==================== design 1
Figure 1. Routed metal, one colour a layer (design 1).
Two of the layers only.
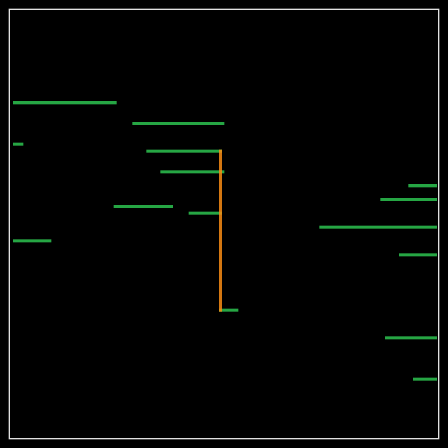

$ cat src/rtl/serial_frame_defs_pkg.sv
// -----------------------------------------------------------------------------
// serial_frame_defs
// Shared definitions for the serial frame link (encoder and decoder side).
//   - state_t     : FSM state encodings ST_IDLE / ST_DATA / ST_PAR
//   - START_BIT   : line level that opens a frame
//   - LINE_IDLE   : line level between frames
//   - DEF_DATA_W  : default data bits per frame
//   - DEF_CNT_W   : default bit-index counter width (2**CNT_W >= DATA_W)
//   - frame_len() : total line bits per frame, with or without parity
// -----------------------------------------------------------------------------
package serial_frame_defs;

    typedef enum logic [1:0] {
        ST_IDLE = 2'd0,
        ST_DATA = 2'd1,
        ST_PAR  = 2'd2
    } state_t;

    localparam logic START_BIT  = 1'b1;
    localparam logic LINE_IDLE  = 1'b0;

    localparam int   DEF_DATA_W = 4;
    localparam int   DEF_CNT_W  = 2;

    // Start bit + data bits (+ parity bit when enabled).
    function automatic int frame_len(input int data_w, input bit par_en);
        return data_w + (par_en ? 2 : 1);
    endfunction

endpackage

$ cat src/rtl/sipo_shift_reg.sv
// -----------------------------------------------------------------------------
// sipo_shift_reg
// Serial-in parallel-out register. Bits enter at the LSB and move toward the
// MSB, so after WIDTH shifts the first bit received sits in the MSB (MSB-first
// framing lands in natural order).
// Ports:
//   clk  in           rising-edge clock
//   clr  in           synchronous clear (priority over en)
//   en   in           shift enable
//   din  in           serial input bit
//   q    out [WIDTH]  parallel register contents
// -----------------------------------------------------------------------------
module sipo_shift_reg #(
    parameter int WIDTH = 4
) (
    input  logic             clk,
    input  logic             clr,
    input  logic             en,
    input  logic             din,
    output logic [WIDTH-1:0] q
);

    always_ff @(posedge clk) begin
        if (clr) begin
            q <= '0;
        end else if (en) begin
            q <= {q[WIDTH-2:0], din};
        end
    end

endmodule

$ cat src/rtl/serial_frame_decoder.sv
// -----------------------------------------------------------------------------
// serial_frame_decoder
// Receive side of the serial frame link. Waits for a start bit, shifts in
// DATA_W data bits MSB first, undoes the optional line complement (COD latched
// with the start bit) and presents the word on D with a one-cycle Valid pulse.
//
// Build option:
//   DECODER_PARITY_EN  defined   : a trailing even-parity bit follows the data;
//                                  Erro pulses with Valid on a parity mismatch.
//                      undefined : no parity bit, Erro is always 0.
//
// Ports:
//   Clock  in            rising-edge clock
//   Reset  in            synchronous reset, active high, highest priority
//   HAB    in            enable; 0 aborts any frame and holds the block idle
//   COD    in            1 = line carries complemented data (sampled at start)
//   I      in            serial line, idles at 0
//   D      out [DATA_W]  last decoded word (changes only on a completed frame)
//   Valid  out           one-cycle pulse when D is updated
//   Erro   out           parity error flag, pulses with Valid
//   Cout   out [CNT_W]   index of the next data bit expected; 0 outside DATA
// -----------------------------------------------------------------------------
module serial_frame_decoder
    import serial_frame_defs::*;
#(
    parameter int DATA_W = DEF_DATA_W,
    parameter int CNT_W  = DEF_CNT_W
) (
    input  logic              Clock,
    input  logic              Reset,
    input  logic              HAB,
    input  logic              COD,
    input  logic              I,
    output logic [DATA_W-1:0] D,
    output logic              Valid,
    output logic              Erro,
    output logic [CNT_W-1:0]  Cout
);

    // Index of the final data bit; the edge where Cout equals this samples it.
    localparam logic [CNT_W-1:0] LAST_IDX = CNT_W'(DATA_W - 1);

    state_t            state;
    logic              cod_q;     // COD captured with the start bit
    logic [DATA_W-1:0] sh_q;      // partial word from the shift register
    logic              sh_clr;
    logic              sh_en;

    // The shift register is cleared whenever no frame is in progress, so a new
    // frame always starts from zero and an aborted frame leaves nothing behind.
    assign sh_clr = Reset | ~HAB | (state == ST_IDLE);
    assign sh_en  = (state == ST_DATA);

    sipo_shift_reg #(
        .WIDTH (DATA_W)
    ) u_sipo (
        .clk (Clock),
        .clr (sh_clr),
        .en  (sh_en),
        .din (I),
        .q   (sh_q)
    );

`ifdef DECODER_PARITY_EN
    // Running XOR of the line data bits; the parity bit is folded in at PAR.
    logic par_acc;
`else
    // Without a parity bit the word completes on the edge that samples the last
    // data bit, so D is built from the shift register's next value.
    logic [DATA_W-1:0] sh_next;
    assign sh_next = {sh_q[DATA_W-2:0], I};
`endif

    always_ff @(posedge Clock) begin
        if (Reset) begin
            state   <= ST_IDLE;
            D       <= '0;
            Valid   <= 1'b0;
            Erro    <= 1'b0;
            Cout    <= '0;
            cod_q   <= 1'b0;
`ifdef DECODER_PARITY_EN
            par_acc <= 1'b0;
`endif
        end else begin
            // Pulses: default low, raised only on the completing edge.
            Valid <= 1'b0;
            Erro  <= 1'b0;

            if (!HAB) begin
                // Abort: drop back to idle; D keeps its last good word.
                state <= ST_IDLE;
                Cout  <= '0;
            end else begin
                case (state)
                    ST_IDLE: begin
                        if (I == START_BIT) begin
                            state   <= ST_DATA;
                            Cout    <= '0;
                            cod_q   <= COD;
`ifdef DECODER_PARITY_EN
                            par_acc <= 1'b0;
`endif
                        end
                    end

                    ST_DATA: begin
`ifdef DECODER_PARITY_EN
                        par_acc <= par_acc ^ I;
`endif
                        if (Cout == LAST_IDX) begin
                            Cout  <= '0;
`ifdef DECODER_PARITY_EN
                            state <= ST_PAR;
`else
                            state <= ST_IDLE;
                            D     <= sh_next ^ {DATA_W{cod_q}};
                            Valid <= 1'b1;
`endif
                        end else begin
                            Cout <= Cout + 1'b1;
                        end
                    end

`ifdef DECODER_PARITY_EN
                    ST_PAR: begin
                        // Word is complete in sh_q; this edge samples parity.
                        state <= ST_IDLE;
                        Cout  <= '0;
                        D     <= sh_q ^ {DATA_W{cod_q}};
                        Valid <= 1'b1;
                        Erro  <= par_acc ^ I;
                    end
`endif

                    default: begin
                        state <= ST_IDLE;
                        Cout  <= '0;
                    end
                endcase
            end
        end
    end

endmodule

$ cat config.mk
export PLATFORM = sky130hd
export DESIGN_NAME = serial_frame_decoder
export DESIGN_NICKNAME = d
export VERILOG_FILES = /design/src/rtl/serial_frame_defs_pkg.sv /design/src/rtl/sipo_shift_reg.sv /design/src/rtl/serial_frame_decoder.sv
export SDC_FILE = /design/constraint.sdc
export NUM_CORES = 1
export LEC_CHECK = 0
export ABC_AREA = 1
export CORE_MARGIN = 2
export CORE_UTILIZATION = 35
export DETAILED_ROUTE_END_ITERATION = 10
export GPL_ROUTABILITY_DRIVEN = 1
export PLACE_DENSITY_LB_ADDON = 0.15
export REMOVE_ABC_BUFFERS = 1
export SYNTH_ARGS = -nofsm -noshare
export SYNTH_HDL_FRONTEND = slang
export SYNTH_SLANG_ARGS = --single-unit
$ cat constraint.sdc
create_clock -name Clock -period 1.5 [get_ports Clock]
set_input_delay 0.3 -clock Clock [delete_from_list [all_inputs] [get_ports Clock]]
set_output_delay 0.3 -clock Clock [all_outputs]
set_load 0.02 [all_outputs]
==================== design 2
<file path="config.mk">
export PLATFORM = sky130hd
export DESIGN_NAME = sb_fifo
export DESIGN_NICKNAME = d
export VERILOG_FILES = /design/src/rtl/sb_fifo.sv
export SDC_FILE = /design/constraint.sdc
export NUM_CORES = 1
export LEC_CHECK = 0
export CAP_MARGIN = 0
export CORE_MARGIN = 4
export CORE_UTILIZATION = 45
export DETAILED_ROUTE_END_ITERATION = 12
export PLACE_DENSITY = 0.63
export SETUP_SLACK_MARGIN = 0.2
export SLEW_MARGIN = 40
export SYNTH_ARGS = -nofsm -noshare
export SYNTH_HDL_FRONTEND = slang
export SYNTH_SLANG_ARGS = --single-unit
</file>
<file path="constraint.sdc">
create_clock -name clk_i -period 2.9 [get_ports clk_i]
set_input_delay 0.58 -clock clk_i [delete_from_list [all_inputs] [get_ports clk_i]]
set_output_delay 0.58 -clock clk_i [all_outputs]
set_load 0.01 [all_outputs]
</file>
<file path="src/rtl/sb_fifo.sv">
// sb_fifo: first-word-fall-through FIFO between the stream source and sink.
// It holds up to DEPTH words. The head word is read combinationally from the
// storage array. The ready, valid and almost-full outputs are registered
// forms of the next occupancy, so each takes effect one edge after the
// transfer that changes it.
module sb_fifo #(
    parameter int DATA_W    = 8,
    parameter int DEPTH     = 8,
    parameter int AFULL_LVL = 6
) (
    input  logic                       clk_i,
    input  logic                       rstn_i,
    input  logic                       s_valid_i,
    output logic                       s_ready_o,
    input  logic [DATA_W-1:0]          s_data_i,
    output logic                       m_valid_o,
    input  logic                       m_ready_i,
    output logic [DATA_W-1:0]          m_data_o,
    output logic [$clog2(DEPTH):0]     count_o,
    output logic                       almost_full_o
);

    localparam int PW = $clog2(DEPTH);
    localparam int CW = PW + 1;
    localparam logic [CW-1:0] FULL_CNT  = CW'(DEPTH);
    localparam logic [CW-1:0] AFULL_CNT = CW'(AFULL_LVL);

    logic [DEPTH-1:0][DATA_W-1:0] mem_q;
    logic [PW-1:0]                wr_ptr_q, wr_ptr_d;
    logic [PW-1:0]                rd_ptr_q, rd_ptr_d;
    logic [CW-1:0]                count_q, count_d;
    logic                         s_ready_q, s_ready_d;
    logic                         m_valid_q, m_valid_d;
    logic                         afull_q, afull_d;
    logic                         push, pop;

    // A transfer happens only when both sides agree in the same cycle.
    // Words offered while s_ready_o is low are dropped on the floor.
    assign push = s_valid_i & s_ready_q;
    assign pop  = m_valid_q & m_ready_i;

    // Compute the next pointer, occupancy and flag state from this cycle's transfers.
    always_comb begin
        wr_ptr_d = wr_ptr_q;
        rd_ptr_d = rd_ptr_q;
        count_d  = count_q;
        if (push) wr_ptr_d = wr_ptr_q + PW'(1);
        if (pop)  rd_ptr_d = rd_ptr_q + PW'(1);
        case ({push, pop})
            2'b10:   count_d = count_q + CW'(1);
            2'b01:   count_d = count_q - CW'(1);
            default: count_d = count_q;
        endcase
        // Flags are derived from the next count. A pop from full frees space
        // and a push into empty shows the word, each one edge later.
        s_ready_d = (count_d != FULL_CNT);
        m_valid_d = (count_d != '0);
        afull_d   = (count_d >= AFULL_CNT);
    end

    // Pointer, count and flag registers. s_ready_q resets low and comes up
    // on the first edge after reset is released.
    always_ff @(posedge clk_i or negedge rstn_i) begin
        if (!rstn_i) begin
            wr_ptr_q  <= '0;
            rd_ptr_q  <= '0;
            count_q   <= '0;
            s_ready_q <= 1'b0;
            m_valid_q <= 1'b0;
            afull_q   <= 1'b0;
        end else begin
            wr_ptr_q  <= wr_ptr_d;
            rd_ptr_q  <= rd_ptr_d;
            count_q   <= count_d;
            s_ready_q <= s_ready_d;
            m_valid_q <= m_valid_d;
            afull_q   <= afull_d;
        end
    end

    // Storage array. It is cleared on reset so the head output reads 0 while the FIFO is empty after reset.
    always_ff @(posedge clk_i or negedge rstn_i) begin
        if (!rstn_i) begin
            mem_q <= '0;
        end else if (push) begin
            mem_q[wr_ptr_q] <= s_data_i;
        end
    end

    assign s_ready_o     = s_ready_q;
    assign m_valid_o     = m_valid_q;
    assign m_data_o      = mem_q[rd_ptr_q];
    assign count_o       = count_q;
    assign almost_full_o = afull_q;

endmodule
</file>
==================== design 3
<file path="src/rtl/mipsfpga_ahb_master_mux.sv">
// Two-master AHB-Lite bus mux: address/control by address-phase owner, write data and
// response by data-phase owner, with per-master transfer counters, stall and lock monitors.
module mipsfpga_ahb_master_mux #(
  parameter int ADDR_W  = 32,
  parameter int DATA_W  = 32,
  parameter int CNT_W   = 16,
  parameter int TIMEOUT = 255
) (
  input  logic              HCLK,
  input  logic              HRESET,
  input  logic [3:0]        HMASTER,
  input  logic              HMASTLOCK,
  input  logic              HREADY,
  input  logic [1:0]        HRESP,
  input  logic [ADDR_W-1:0] M0_HADDR,
  input  logic [1:0]        M0_HTRANS,
  input  logic              M0_HWRITE,
  input  logic [2:0]        M0_HSIZE,
  input  logic [2:0]        M0_HBURST,
  input  logic [DATA_W-1:0] M0_HWDATA,
  input  logic [ADDR_W-1:0] M1_HADDR,
  input  logic [1:0]        M1_HTRANS,
  input  logic              M1_HWRITE,
  input  logic [2:0]        M1_HSIZE,
  input  logic [2:0]        M1_HBURST,
  input  logic [DATA_W-1:0] M1_HWDATA,
  output logic [ADDR_W-1:0] HADDR,
  output logic [1:0]        HTRANS,
  output logic              HWRITE,
  output logic [2:0]        HSIZE,
  output logic [2:0]        HBURST,
  output logic [DATA_W-1:0] HWDATA,
  output logic [1:0]        M0_HRESP,
  output logic [1:0]        M1_HRESP,
  output logic [CNT_W-1:0]  M0_XFER_CNT,
  output logic [CNT_W-1:0]  M1_XFER_CNT,
  input  logic              CNT_CLR,
  output logic              STALL_FLAG,
  output logic              LOCK_VIOL,
  input  logic              FLAG_CLR
);

  typedef enum logic [1:0] {D_IDLE = 2'd0, D_M0 = 2'd1, D_M1 = 2'd2} dph_state_t;
  typedef enum logic [1:0] {OWN_M0 = 2'd0, OWN_M1 = 2'd1, OWN_NONE = 2'd2} dph_own_t;

  localparam int              WAIT_W    = 12;
  localparam logic [WAIT_W-1:0] WAIT_MAX  = {WAIT_W{1'b1}};
  localparam logic [WAIT_W-1:0] TIMEOUT_C = WAIT_W'(TIMEOUT);
  localparam logic [CNT_W-1:0]  CNT_MAX   = {CNT_W{1'b1}};

  dph_state_t        dph_state_q, dph_state_d;
  dph_own_t          dph_own_q, dph_own_d;
  logic [3:0]        prev_master_q, prev_master_d;
  logic [WAIT_W-1:0] wait_cnt_q, wait_cnt_d;
  logic [CNT_W-1:0]  cnt0_q, cnt0_d;
  logic [CNT_W-1:0]  cnt1_q, cnt1_d;
  logic              stall_q, stall_d;
  logic              lock_q, lock_d;
  logic              dph_valid_s;
  logic              stall_set_s;
  logic              lock_set_s;

  assign dph_valid_s = (dph_state_q != D_IDLE);

  // Address-phase mux; unknown owner behaves as an idle default master.
  always_comb begin
    HADDR  = '0;
    HTRANS = 2'b00;
    HWRITE = 1'b0;
    HSIZE  = 3'd0;
    HBURST = 3'd0;
    case (HMASTER)
      4'd0: begin
        HADDR  = M0_HADDR;
        HTRANS = M0_HTRANS;
        HWRITE = M0_HWRITE;
        HSIZE  = M0_HSIZE;
        HBURST = M0_HBURST;
      end
      4'd1: begin
        HADDR  = M1_HADDR;
        HTRANS = M1_HTRANS;
        HWRITE = M1_HWRITE;
        HSIZE  = M1_HSIZE;
        HBURST = M1_HBURST;
      end
      default: begin
        HADDR  = '0;
        HTRANS = 2'b00;
        HWRITE = 1'b0;
        HSIZE  = 3'd0;
        HBURST = 3'd0;
      end
    endcase
  end

  // Data-phase write data and response routing follow the registered owner.
  always_comb begin
    HWDATA   = '0;
    M0_HRESP = 2'b00;
    M1_HRESP = 2'b00;
    case (dph_own_q)
      OWN_M0:  HWDATA = M0_HWDATA;
      OWN_M1:  HWDATA = M1_HWDATA;
      default: HWDATA = '0;
    endcase
    if (dph_state_q == D_M0) begin
      M0_HRESP = HRESP;
    end else if (dph_state_q == D_M1) begin
      M1_HRESP = HRESP;
    end else begin
      M0_HRESP = 2'b00;
      M1_HRESP = 2'b00;
    end
  end

  // Data-phase tracker: advances only on HREADY-qualified cycles.
  always_comb begin
    dph_state_d   = dph_state_q;
    dph_own_d     = dph_own_q;
    prev_master_d = prev_master_q;
    if (HREADY) begin
      prev_master_d = HMASTER;
      case (HMASTER)
        4'd0: begin
          dph_own_d   = OWN_M0;
          dph_state_d = M0_HTRANS[1] ? D_M0 : D_IDLE;
        end
        4'd1: begin
          dph_own_d   = OWN_M1;
          dph_state_d = M1_HTRANS[1] ? D_M1 : D_IDLE;
        end
        default: begin
          dph_own_d   = OWN_NONE;
          dph_state_d = D_IDLE;
        end
      endcase
    end else begin
      dph_state_d   = dph_state_q;
      dph_own_d     = dph_own_q;
      prev_master_d = prev_master_q;
    end
  end

  // Saturating per-master completed-transfer counters; clear beats increment.
  always_comb begin
    cnt0_d = cnt0_q;
    cnt1_d = cnt1_q;
    if (CNT_CLR) begin
      cnt0_d = '0;
      cnt1_d = '0;
    end else begin
      if (HREADY && (dph_state_q == D_M0) && (cnt0_q != CNT_MAX)) begin
        cnt0_d = cnt0_q + {{(CNT_W-1){1'b0}}, 1'b1};
      end else begin
        cnt0_d = cnt0_q;
      end
      if (HREADY && (dph_state_q == D_M1) && (cnt1_q != CNT_MAX)) begin
        cnt1_d = cnt1_q + {{(CNT_W-1){1'b0}}, 1'b1};
      end else begin
        cnt1_d = cnt1_q;
      end
    end
  end

  // Wait counter saturates so the stall flag fires once per stall episode.
  always_comb begin
    wait_cnt_d = wait_cnt_q;
    if (HREADY) begin
      wait_cnt_d = '0;
    end else if (dph_valid_s && (wait_cnt_q != WAIT_MAX)) begin
      wait_cnt_d = wait_cnt_q + {{(WAIT_W-1){1'b0}}, 1'b1};
    end else begin
      wait_cnt_d = wait_cnt_q;
    end
    stall_set_s = (wait_cnt_d == TIMEOUT_C) && (wait_cnt_q != TIMEOUT_C);
    lock_set_s  = HREADY && HMASTLOCK && (HMASTER != prev_master_q);
    if (stall_set_s) begin
      stall_d = 1'b1;
    end else if (FLAG_CLR) begin
      stall_d = 1'b0;
    end else begin
      stall_d = stall_q;
    end
    if (lock_set_s) begin
      lock_d = 1'b1;
    end else if (FLAG_CLR) begin
      lock_d = 1'b0;
    end else begin
      lock_d = lock_q;
    end
  end

  // State registers.
  always_ff @(posedge HCLK or posedge HRESET) begin
    if (HRESET) begin
      dph_state_q   <= D_IDLE;
      dph_own_q     <= OWN_NONE;
      prev_master_q <= 4'd0;
      wait_cnt_q    <= '0;
      cnt0_q        <= '0;
      cnt1_q        <= '0;
      stall_q       <= 1'b0;
      lock_q        <= 1'b0;
    end else begin
      dph_state_q   <= dph_state_d;
      dph_own_q     <= dph_own_d;
      prev_master_q <= prev_master_d;
      wait_cnt_q    <= wait_cnt_d;
      cnt0_q        <= cnt0_d;
      cnt1_q        <= cnt1_d;
      stall_q       <= stall_d;
      lock_q        <= lock_d;
    end
  end

  assign M0_XFER_CNT = cnt0_q;
  assign M1_XFER_CNT = cnt1_q;
  assign STALL_FLAG  = stall_q;
  assign LOCK_VIOL   = lock_q;

endmodule

</file>
<file path="config.mk">
export PLATFORM = sky130hd
export DESIGN_NAME = mipsfpga_ahb_master_mux
export DESIGN_NICKNAME = d
export VERILOG_FILES = /design/src/rtl/mipsfpga_ahb_master_mux.sv
export SDC_FILE = /design/constraint.sdc
export NUM_CORES = 1
export LEC_CHECK = 0
export CAP_MARGIN = 25
export CELL_PAD_IN_SITES_DETAIL_PLACEMENT = 0
export CELL_PAD_IN_SITES_GLOBAL_PLACEMENT = 1
export CORE_MARGIN = 2
export CORE_UTILIZATION = 24
export DETAILED_ROUTE_END_ITERATION = 12
export PLACE_DENSITY_LB_ADDON = 0.08
export SLEW_MARGIN = 20
export SYNTH_ARGS = -nofsm -noshare
export SYNTH_HDL_FRONTEND = slang
export SYNTH_SLANG_ARGS = --single-unit
</file>
<file path="constraint.sdc">
create_clock -name HCLK -period 2.6 [get_ports HCLK]
set_clock_uncertainty 0.1 [all_clocks]
set_input_delay 0.39 -clock HCLK [delete_from_list [all_inputs] [get_ports HCLK]]
set_output_delay 0.39 -clock HCLK [all_outputs]
set_load 0.02 [all_outputs]
</file>
==================== design 4
<file path="src/rtl/buzzer_arbiter.sv">
// Buzzer arbiter: grants the single board buzzer to the g-sensor or light-sensor
// alarm by urgency, with a minimum hold time, round-robin on ties and internal beep timing.
//
// state   | meaning
// IDLE    | no owner, buzzer silent
// SERVE_G | g-sensor owns the buzzer
// SERVE_L | light sensor owns the buzzer
module buzzer_arbiter #(
    parameter int TICK_DIV   = 50000,
    parameter int HOLD_TICKS = 500,
    parameter int HALF_L1    = 500,
    parameter int HALF_L2    = 250,
    parameter int HALF_L3    = 100,
    parameter int HALF_L4    = 50
) (
    input  logic       clk,
    input  logic       reset_n,
    input  logic       enable,
    input  logic [2:0] req_g,
    input  logic [2:0] req_l,
    output logic       alarm,
    output logic [1:0] grant,
    output logic [2:0] cur_level
);

    localparam int TICK_W    = (TICK_DIV > 1) ? $clog2(TICK_DIV) : 1;
    localparam int HOLD_W    = $clog2(HOLD_TICKS + 1);
    localparam int HALF_M12  = (HALF_L1 > HALF_L2) ? HALF_L1 : HALF_L2;
    localparam int HALF_M34  = (HALF_L3 > HALF_L4) ? HALF_L3 : HALF_L4;
    localparam int HALF_MAX  = (HALF_M12 > HALF_M34) ? HALF_M12 : HALF_M34;
    localparam int HALF_W    = $clog2(HALF_MAX + 1);

    typedef enum logic [1:0] {
        IDLE    = 2'd0,
        SERVE_G = 2'd1,
        SERVE_L = 2'd2
    } state_t;

    state_t              state;
    logic                rr;        // 0 = g-sensor wins the next tie, 1 = light
    logic [TICK_W-1:0]   pre_cnt;
    logic [HALF_W-1:0]   half_cnt;
    logic [HOLD_W-1:0]   hold_cnt;
    logic                tick;
    logic [2:0]          lvl_g;
    logic [2:0]          lvl_l;
    logic [2:0]          own_lvl;
    logic [HALF_W-1:0]   half_inc;
    logic                go_g;
    logic                go_l;
    logic                go_idle;

    function automatic logic [2:0] sat_level(input logic [2:0] req);
        return (req > 3'd4) ? 3'd4 : req;
    endfunction

    function automatic logic [HALF_W-1:0] half_of(input logic [2:0] lvl);
        case (lvl)
            3'd1:    return HALF_W'(HALF_L1);
            3'd2:    return HALF_W'(HALF_L2);
            3'd3:    return HALF_W'(HALF_L3);
            default: return HALF_W'(HALF_L4);
        endcase
    endfunction

    assign lvl_g    = sat_level(req_g);
    assign lvl_l    = sat_level(req_l);
    assign own_lvl  = (state == SERVE_L) ? lvl_l : lvl_g;
    assign tick     = (pre_cnt == TICK_W'(TICK_DIV - 1));
    assign half_inc = half_cnt + HALF_W'(1);

    always_ff @(posedge clk or negedge reset_n) begin
        if (!reset_n) begin
            pre_cnt <= '0;
        end else if (tick) begin
            pre_cnt <= '0;
        end else begin
            pre_cnt <= pre_cnt + TICK_W'(1);
        end
    end

    // Transition decode; at most one of go_g / go_l / go_idle is set.
    always_comb begin
        go_g    = 1'b0;
        go_l    = 1'b0;
        go_idle = 1'b0;
        unique case (state)
            IDLE: begin
                if (enable && (lvl_g != 3'd0 || lvl_l != 3'd0)) begin
                    if (lvl_g > lvl_l || (lvl_g == lvl_l && !rr)) go_g = 1'b1;
                    else                                          go_l = 1'b1;
                end
            end
            SERVE_G: begin
                if (!enable)                                       go_idle = 1'b1;
                else if (lvl_g == 3'd0) begin
                    if (lvl_l != 3'd0) go_l    = 1'b1;
                    else               go_idle = 1'b1;
                end else if (hold_cnt == '0 && lvl_l >= lvl_g)      go_l = 1'b1;
            end
            SERVE_L: begin
                if (!enable)                                       go_idle = 1'b1;
                else if (lvl_l == 3'd0) begin
                    if (lvl_g != 3'd0) go_g    = 1'b1;
                    else               go_idle = 1'b1;
                end else if (hold_cnt == '0 && lvl_g >= lvl_l)      go_g = 1'b1;
            end
            default: go_idle = 1'b1;
        endcase
    end

    always_ff @(posedge clk or negedge reset_n) begin
        if (!reset_n) begin
            state     <= IDLE;
            rr        <= 1'b0;
            half_cnt  <= '0;
            hold_cnt  <= '0;
            alarm     <= 1'b0;
            grant     <= 2'b00;
            cur_level <= 3'd0;
        end else if (go_g || go_l) begin
            state     <= go_g ? SERVE_G : SERVE_L;
            rr        <= go_g;
            half_cnt  <= '0;
            hold_cnt  <= HOLD_W'(HOLD_TICKS);
            alarm     <= 1'b1;
            grant     <= go_g ? 2'b01 : 2'b10;
            cur_level <= go_g ? lvl_g : lvl_l;
        end else if (go_idle) begin
            state     <= IDLE;
            half_cnt  <= '0;
            hold_cnt  <= '0;
            alarm     <= 1'b0;
            grant     <= 2'b00;
            cur_level <= 3'd0;
        end else if (state != IDLE) begin
            cur_level <= own_lvl;
            if (tick) begin
                // Compare against the live level so a shortened period takes effect at once.
                if (half_inc >= half_of(own_lvl)) begin
                    alarm    <= ~alarm;
                    half_cnt <= '0;
                end else begin
                    half_cnt <= half_inc;
                end
                if (hold_cnt != '0) hold_cnt <= hold_cnt - HOLD_W'(1);
            end
        end
    end

endmodule
</file>
<file path="config.mk">
export PLATFORM = sky130hd
export DESIGN_NAME = buzzer_arbiter
export DESIGN_NICKNAME = d
export VERILOG_FILES = /design/src/rtl/buzzer_arbiter.sv
export SDC_FILE = /design/constraint.sdc
export NUM_CORES = 1
export LEC_CHECK = 0
export CAP_MARGIN = 20
export CORE_UTILIZATION = 50
export CTS_CLUSTER_SIZE = 40
export DETAILED_ROUTE_END_ITERATION = 12
export PLACE_DENSITY_LB_ADDON = 0.15
export SYNTH_ARGS = -nofsm -noshare
export SYNTH_HDL_FRONTEND = slang
export SYNTH_SLANG_ARGS = --single-unit
export TNS_END_PERCENT = 5
</file>
<file path="constraint.sdc">
create_clock -name clk -period 7.5 [get_ports clk]
set_input_delay 0.75 -clock clk [delete_from_list [all_inputs] [get_ports clk]]
set_output_delay 0.75 -clock clk [all_outputs]
set_load 0.03 [all_outputs]
</file>
Figure 2. Routed metal, one colour a layer (design 3).
Two of the layers only.
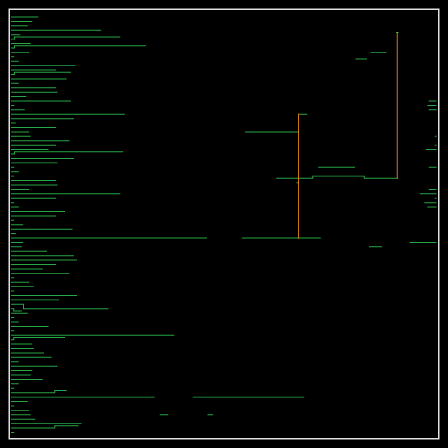
- M3: green (wire length 1,300 µm)
- M4: orange (wire length 83.0 µm)

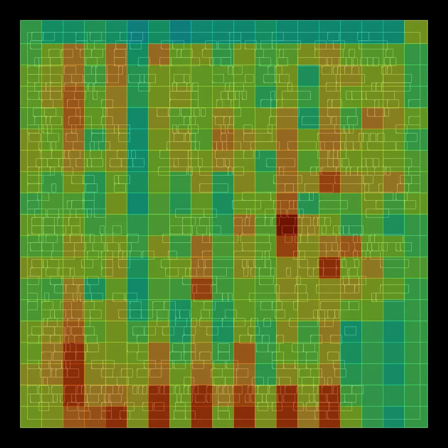
Figure 3: design 3, routing congestion map.
total routing usage reported by global routing: 17.6%
utilization after layout: 44.3%

==> out/qor.yml, design 3 <==
synth.top_cells.by_area: "sky130_fd_sc_hd__dfrtp_1 (34%), sky130_fd_sc_hd__mux2i_1 (20%), sky130_fd_sc_hd__nor2_1 (12%), sky130_fd_sc_hd__xnor2_1 (4.0%), sky130_fd_sc_hd__xor2_1 (3.8%)"
edf_count: 0
run_status: "completed"
slowest_delay_ns: 0.43
tightest_hold_check_type: "in2async"
switching_share_pct: 25.4
synth-xor-area-share_pct: 7.83
drcViolationCount: 0
number_of_warnings_reported_in_the_yosys_synthesis_log: 0
timing.critical_path.from_type: "primary input"
cts-root-buf: "sky130_fd_sc_hd__clkbuf_16"
maxCapViolCount: 0
power_combinational_w: 0.000589
finalWorstSetupSlack_ns: 0.150
pwr_total_w: 0.00222
max_slew_margin_pct: 59.8
synth_compound_gate_area_share_pct: 5.27
cp_max_fo: 45
global_route.usage.met3_pct: 6.44
place_area_um2: 6910
cts.sink_count: 54
mappedNetlistNets: 631
## design 3: worst max path at each step
stage                   startpoint         endpoint  slack [ns]
floorplan           M1_XFER_CNT[0]  M1_XFER_CNT[15]        0.44
global placement        HMASTER[3]        HADDR[23]       -0.07
detailed placement      HMASTER[3]         HSIZE[0]       -0.12
CTS                     HMASTER[3]         HSIZE[0]        0.16
global route            HMASTER[3]         HSIZE[0]        0.09
finish                  HMASTER[3]         HSIZE[0]        0.15
## design 3: layout make-up
class,count,share of cell area (%)
flip-flops and latches,54,19.2
well taps,216,3.84
diodes,2,0.0711
clock inverters,3,0.640
clock buffers,5,1.78
multi-input cells,375,34.0
inverters,14,0.747
repair buffers,283,39.6
## design 3: worst register-to-register path: stages, from the launching register on
cell                       delay [ns]
sky130_fd_sc_hd__dfrtp_1         0.41
sky130_fd_sc_hd__ha_1            0.28
sky130_fd_sc_hd__nand3_1         0.19
sky130_fd_sc_hd__nor3_1          0.08
sky130_fd_sc_hd__buf_4           0.15
sky130_fd_sc_hd__nor2_1          0.22
sky130_fd_sc_hd__mux2i_1         0.32
sky130_fd_sc_hd__nand4b_1        0.18
sky130_fd_sc_hd__o32ai_2         0.28
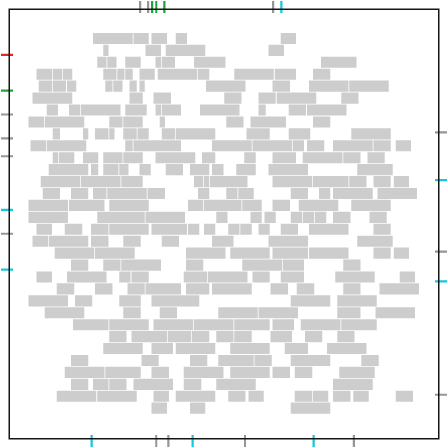
Figure 4: design 2, pin map.
Pins as bars across the die edge, other pins in grey.
- `count_o`: green (pins 4; direction output; edge 3 top, 1 left)
- `s_data_i`: cyan (pins 8; direction input; edge 3 bottom, 2 left, 2 right, 1 top)
- `clk_i`: red (pins 1; direction input; edge left)
- all pins by edge: 8 left, 7 top, 7 bottom, 5 right
horizontal die size: 97.6 µm
height of the die: 97.6 µm
buffers added on ports: 26

==> out/qor.yml, design 2 <==
wl_met1_um: 3330
largest_non_sequential_cell_family_by_area: "multiplexers"
maxClockFrequency_mhz: 356
cts-root-buf: "sky130_fd_sc_hd__clkbuf_8"
cp_max_fo: 17
postCtsResizedCells: 0
postSynthSeqShare_pct: 53.3
global_route.usage.met3_pct: 3.45
asyncSetResetFlopFracSynth_pct: 100
maxPowerGroup: "combinational cells"
critical_path_arrival_ns: 2.23
top_area_share_pct: 53.3
layout_top_cell: "sky130_fd_sc_hd__dfrtp_1"
layout.comb_gates.multi_input: 138
detail_route.iter0.violations: 85
setup-violations-final: 0
fill_cells: 648
num_vias: 2008
p_comb_share_pct: 45.0
met2RoutedLength_um: 3340
power_combinational_w: 0.00245
cp_data_required_time_ns: 2.32
tightest_hold_check_type: "in2async"
layout_min_cycle_time_ns: 2.81
synth-cells-yosys: 227
core.rowCount: 32
worst_path_max_delay_cell: "sky130_fd_sc_hd__mux4_2"
largest_register_ff_count: 64
total_routed_length_um: 6920
run_status: "completed"
n_all_inverters: 3
topRoutingLayerUsed: "met4"
[design 2: worst min-delay path by stage]
stage / startpoint / slack (ns) / endpoint / depth (start not counted)
2_1_floorplan: rstn_i / 0.28 / almost_full_o / 0
3_3_place_gp: mem_q[58] / 0.48 / mem_q[58] / 1
3_5_place_dp: mem_q[20] / 0.49 / mem_q[20] / 1
4_1_cts: rstn_i / 0.28 / mem_q[53] / 1
5_1_grt: rstn_i / 0.29 / mem_q[53] / 1
6_report: rstn_i / 0.25 / mem_q[53] / 1
[design 2: per-stage QoR]
stage                     power (W)  cell area, µm²  worst slack, ns  hold slack (ns)  utilization [%]
after floorplan             0.00366            3610            0.714            0.284                -
after global placement      0.00447            4100            0.202            0.484             52.8
after detailed placement    0.00451            4110            0.195            0.491             52.9
after CTS                   0.00553            4360           0.0566            0.276             56.2
after global routing        0.00585            4360           0.0181            0.286             56.2
final                       0.00545            4360           0.0941            0.250             56.2
[design 2: what timing repair did]
action,4_1_cts,5_1_grt
buffers inserted,1,0
cloned,0,0
hold buffers,0,0
setup endpoints to repair,8,8
hold endpoints to repair,0,0
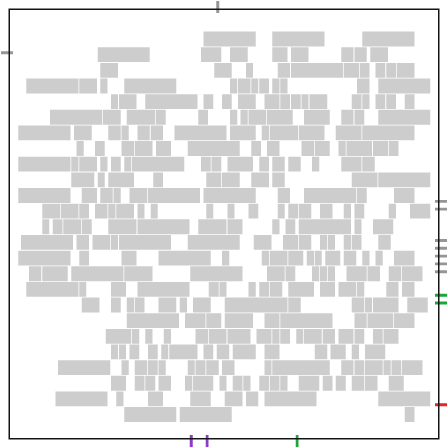
Figure 5: design 4, pin map.
Pins as bars across the die edge, other pins in grey.
- `req_l`: green (pins 3; direction input; edge 2 right, 1 bottom)
- `grant`: purple (pins 2; direction output; edge bottom)
- `reset_n`: red (pins 1; direction input; edge right)
height of the die: 74.4 µm
buffers added on ports: 14

==> out/qor.yml, design 4 <==
stdcell_area_um2: 2950
layout.comb_gates.multi_input: 241
minimum_hold_slack_ns: 0.493
instance_count_on_the_critical_path: 12
cp_max_fo: 6
detail_route.iter0.violations: 151
post_layout_nonfiller_instances: 382
critical_path_buf_inv_count: 1
detailedRoute.firstPassIterationCount: 4
finalHoldViolations: 0
fill_cells: 453
met3WireLength_um: 224
clock_path_buffers: 2
postSynthSeqShare_pct: 39.1
fin_worst_skew_ns: 0.00712
maximum_vdd_drop_mv: 0.158
initCoreUtil_pct: 53.7
design.core.area_um2: 4880
top_cells_by_instance_count_after_synthesis: "sky130_fd_sc_hd__dfrtp_1 (41), sky130_fd_sc_hd__nor2_1 (31), sky130_fd_sc_hd__nand2_1 (30)"
groute.layer.met2.usage_pct: 39.1
largest_non_sequential_cell_family_by_area: "simple AND/OR/NAND/NOR gates"
total_routed_length_um: 5770
most_repeated_cell_in_the_gate_level_netlist_after_synthesis: "sky130_fd_sc_hd__dfrtp_1"
critical_path_arrival_ns: 4.20
run_status: "completed"
maximum_number_of_pins_on_one_net_before_global_route_repair: 42
crit_path_end: "half_cnt[8]"
-- design 4: layout by cell type, fill, tap and decap left out, drive strengths merged, types with 6 or more instances in the layout --
| cell type | Yosys | routed |
|---|---|---|
| a21oi | 14 | 14 |
| and2 | 7 | 7 |
| clkbuf | 3 | 7 |
| nand3 | 16 | 16 |
| nor2 | 31 | 31 |
| ha | 12 | 12 |
| dfrtp | 41 | 41 |
| nand2 | 30 | 30 |
| inv | 9 | 9 |
| a21o | 7 | 7 |
| xnor2 | 9 | 9 |
| o21a | 6 | 6 |
| nor2b | 8 | 8 |
| xor2 | 11 | 11 |
| clkdlybuf4s50 | 0 | 13 |
| o21ai | 24 | 24 |
-- design 4: sequential cells by signal, summed over array words and instances (netlist names) --
| signal | flops |
|---|---|
| half_cnt | 9 |
| hold_cnt | 9 |
| rr | 1 |
| cur_level | 3 |
| state | 2 |
| pre_cnt | 16 |
| alarm | 1 |
-- design 4: power breakdown --
| group | internal [W] | switching (W) | total [W] |
|---|---|---|---|
| Sequential | 0.000261 | 0.0000579 | 0.000319 |
| Clock | 0.000109 | 0.0000774 | 0.000186 |
| Combinational | 0.000152 | 0.000237 | 0.000390 |
| Total | 0.000522 | 0.000373 | 0.000894 |
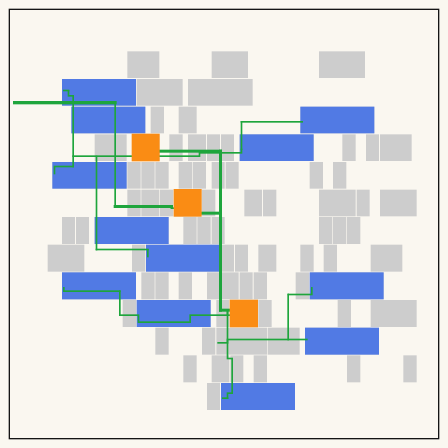
Figure 6: design 1, clock wires, drivers and flops.
- clock-net drivers: orange (count 3)
- clock wires: green (length 160 µm)
- flip-flops: blue (count 12)
- routed clock nets: 4
Power Clock: 0.000260 W
part of the power in the clock network: 41.3%
Clk Latency, worst-skew pair: 0.27 ns
final clock skew: 0.000286 ns

Notes on Figure 1 above:
- M4: orange (wire length 15.6 µm)
- M3: green (wire length 75.4 µm)

==> out/qor.yml, design 1 <==
design.core.area_um2: 1330
viasPerCell: 4.47
run_status: "completed"
grt_use_total_pct: 13.9
first_pass_grt_wire_length_um: 1790
routed_wire_length_per_instance_um: 10.0
timing.critical_path.from_type: "flop"
die_x_um: 42.1
area_growth_syn_to_layout_pct: 30.8
postCtsResizedCells: 5
most_repeated_cell_in_the_gate_level_netlist_after_synthesis: "sky130_fd_sc_hd__nand2_1"
maxClockFrequency_mhz: 770
stage_log_warnings: 25
worst-r2r-cell-count: 4
detail-route-antenna-nets: 0
fill_cells: 140
maximum_vdd_drop_mv: 0.444
slowest_delay_ns: 0.37
post_layout_nonfiller_instances: 103
vias_in_the_first_global_route: 405
==> design 1: final cells by class <==
class | count | area (µm²) | area share, %
Tap cell | 15 | 18.8 | 2.82
Sequential cell | 12 | 240 | 36.2
Multi-Input combinational cell | 49 | 215 | 32.4
Clock buffer | 4 | 36.3 | 5.46
Timing Repair Buffer | 11 | 109 | 16.4
Inverter | 12 | 45.0 | 6.78
==> design 1: routing by layer <==
layer	share of wire, %	GRT usage, %
met1	49	18.5
met2	42	17.8
met3	7.3	6.90
met4	1.5	7.50
met5	0	0
==> design 1: registers in the layout, summed over array words and instances, names as in the netlist <==
name and cells:
state 1, u_sipo.q 3, Cout 2, cod_q 1, Valid 1, D 4
==> design 1: where the power goes <==
part,leakage (nW),total [W],internal [W],switching [W]
combinational,0.252,0.0000413,0.0000169,0.0000244
clock,0.0210,0.000260,0.000148,0.000112
sequential,0.0971,0.000329,0.000322,0.00000627
total,0.370,0.000630,0.000487,0.000143


==> gallery <==
Placement by cell class.
shot_01.png
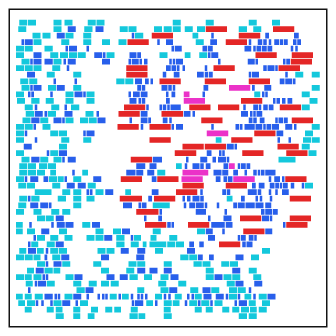
shot_02.png
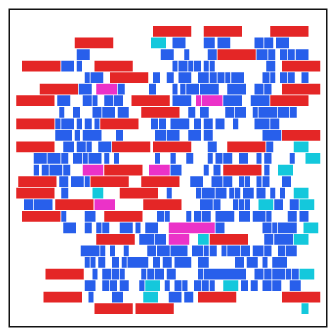
shot_03.png
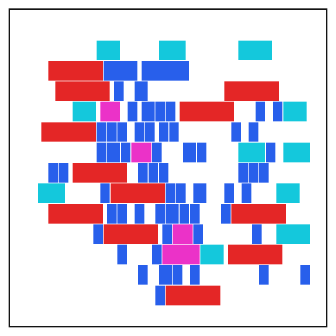
shot_04.png
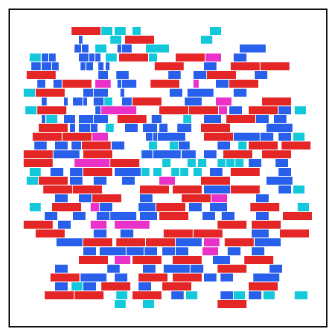
For design 4, see shot_02.png.
For design 1, see shot_03.png.
For design 2, see shot_04.png.
For design 3, see shot_01.png.
Of these, most sequential cells: shot_04.png


## Gallery

Routing congestion map.
(a)
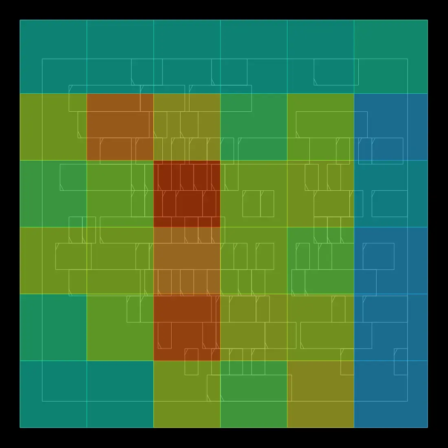
(b)
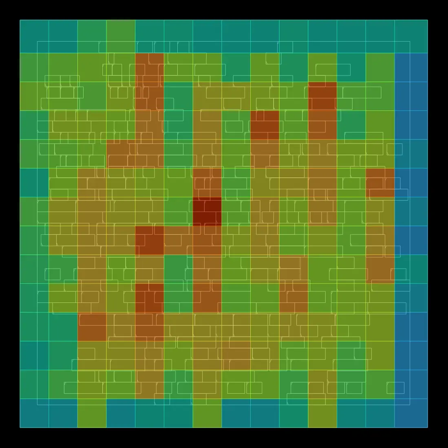
(c)
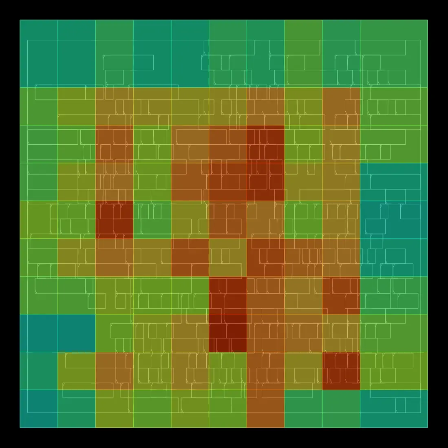
The one with the most wire per cell is (b).
Design 2 is (b).
Design 4 is (c).
Design 1 is (a).

Power figures rest on the tool's default switching activity, not on a simulated workload.
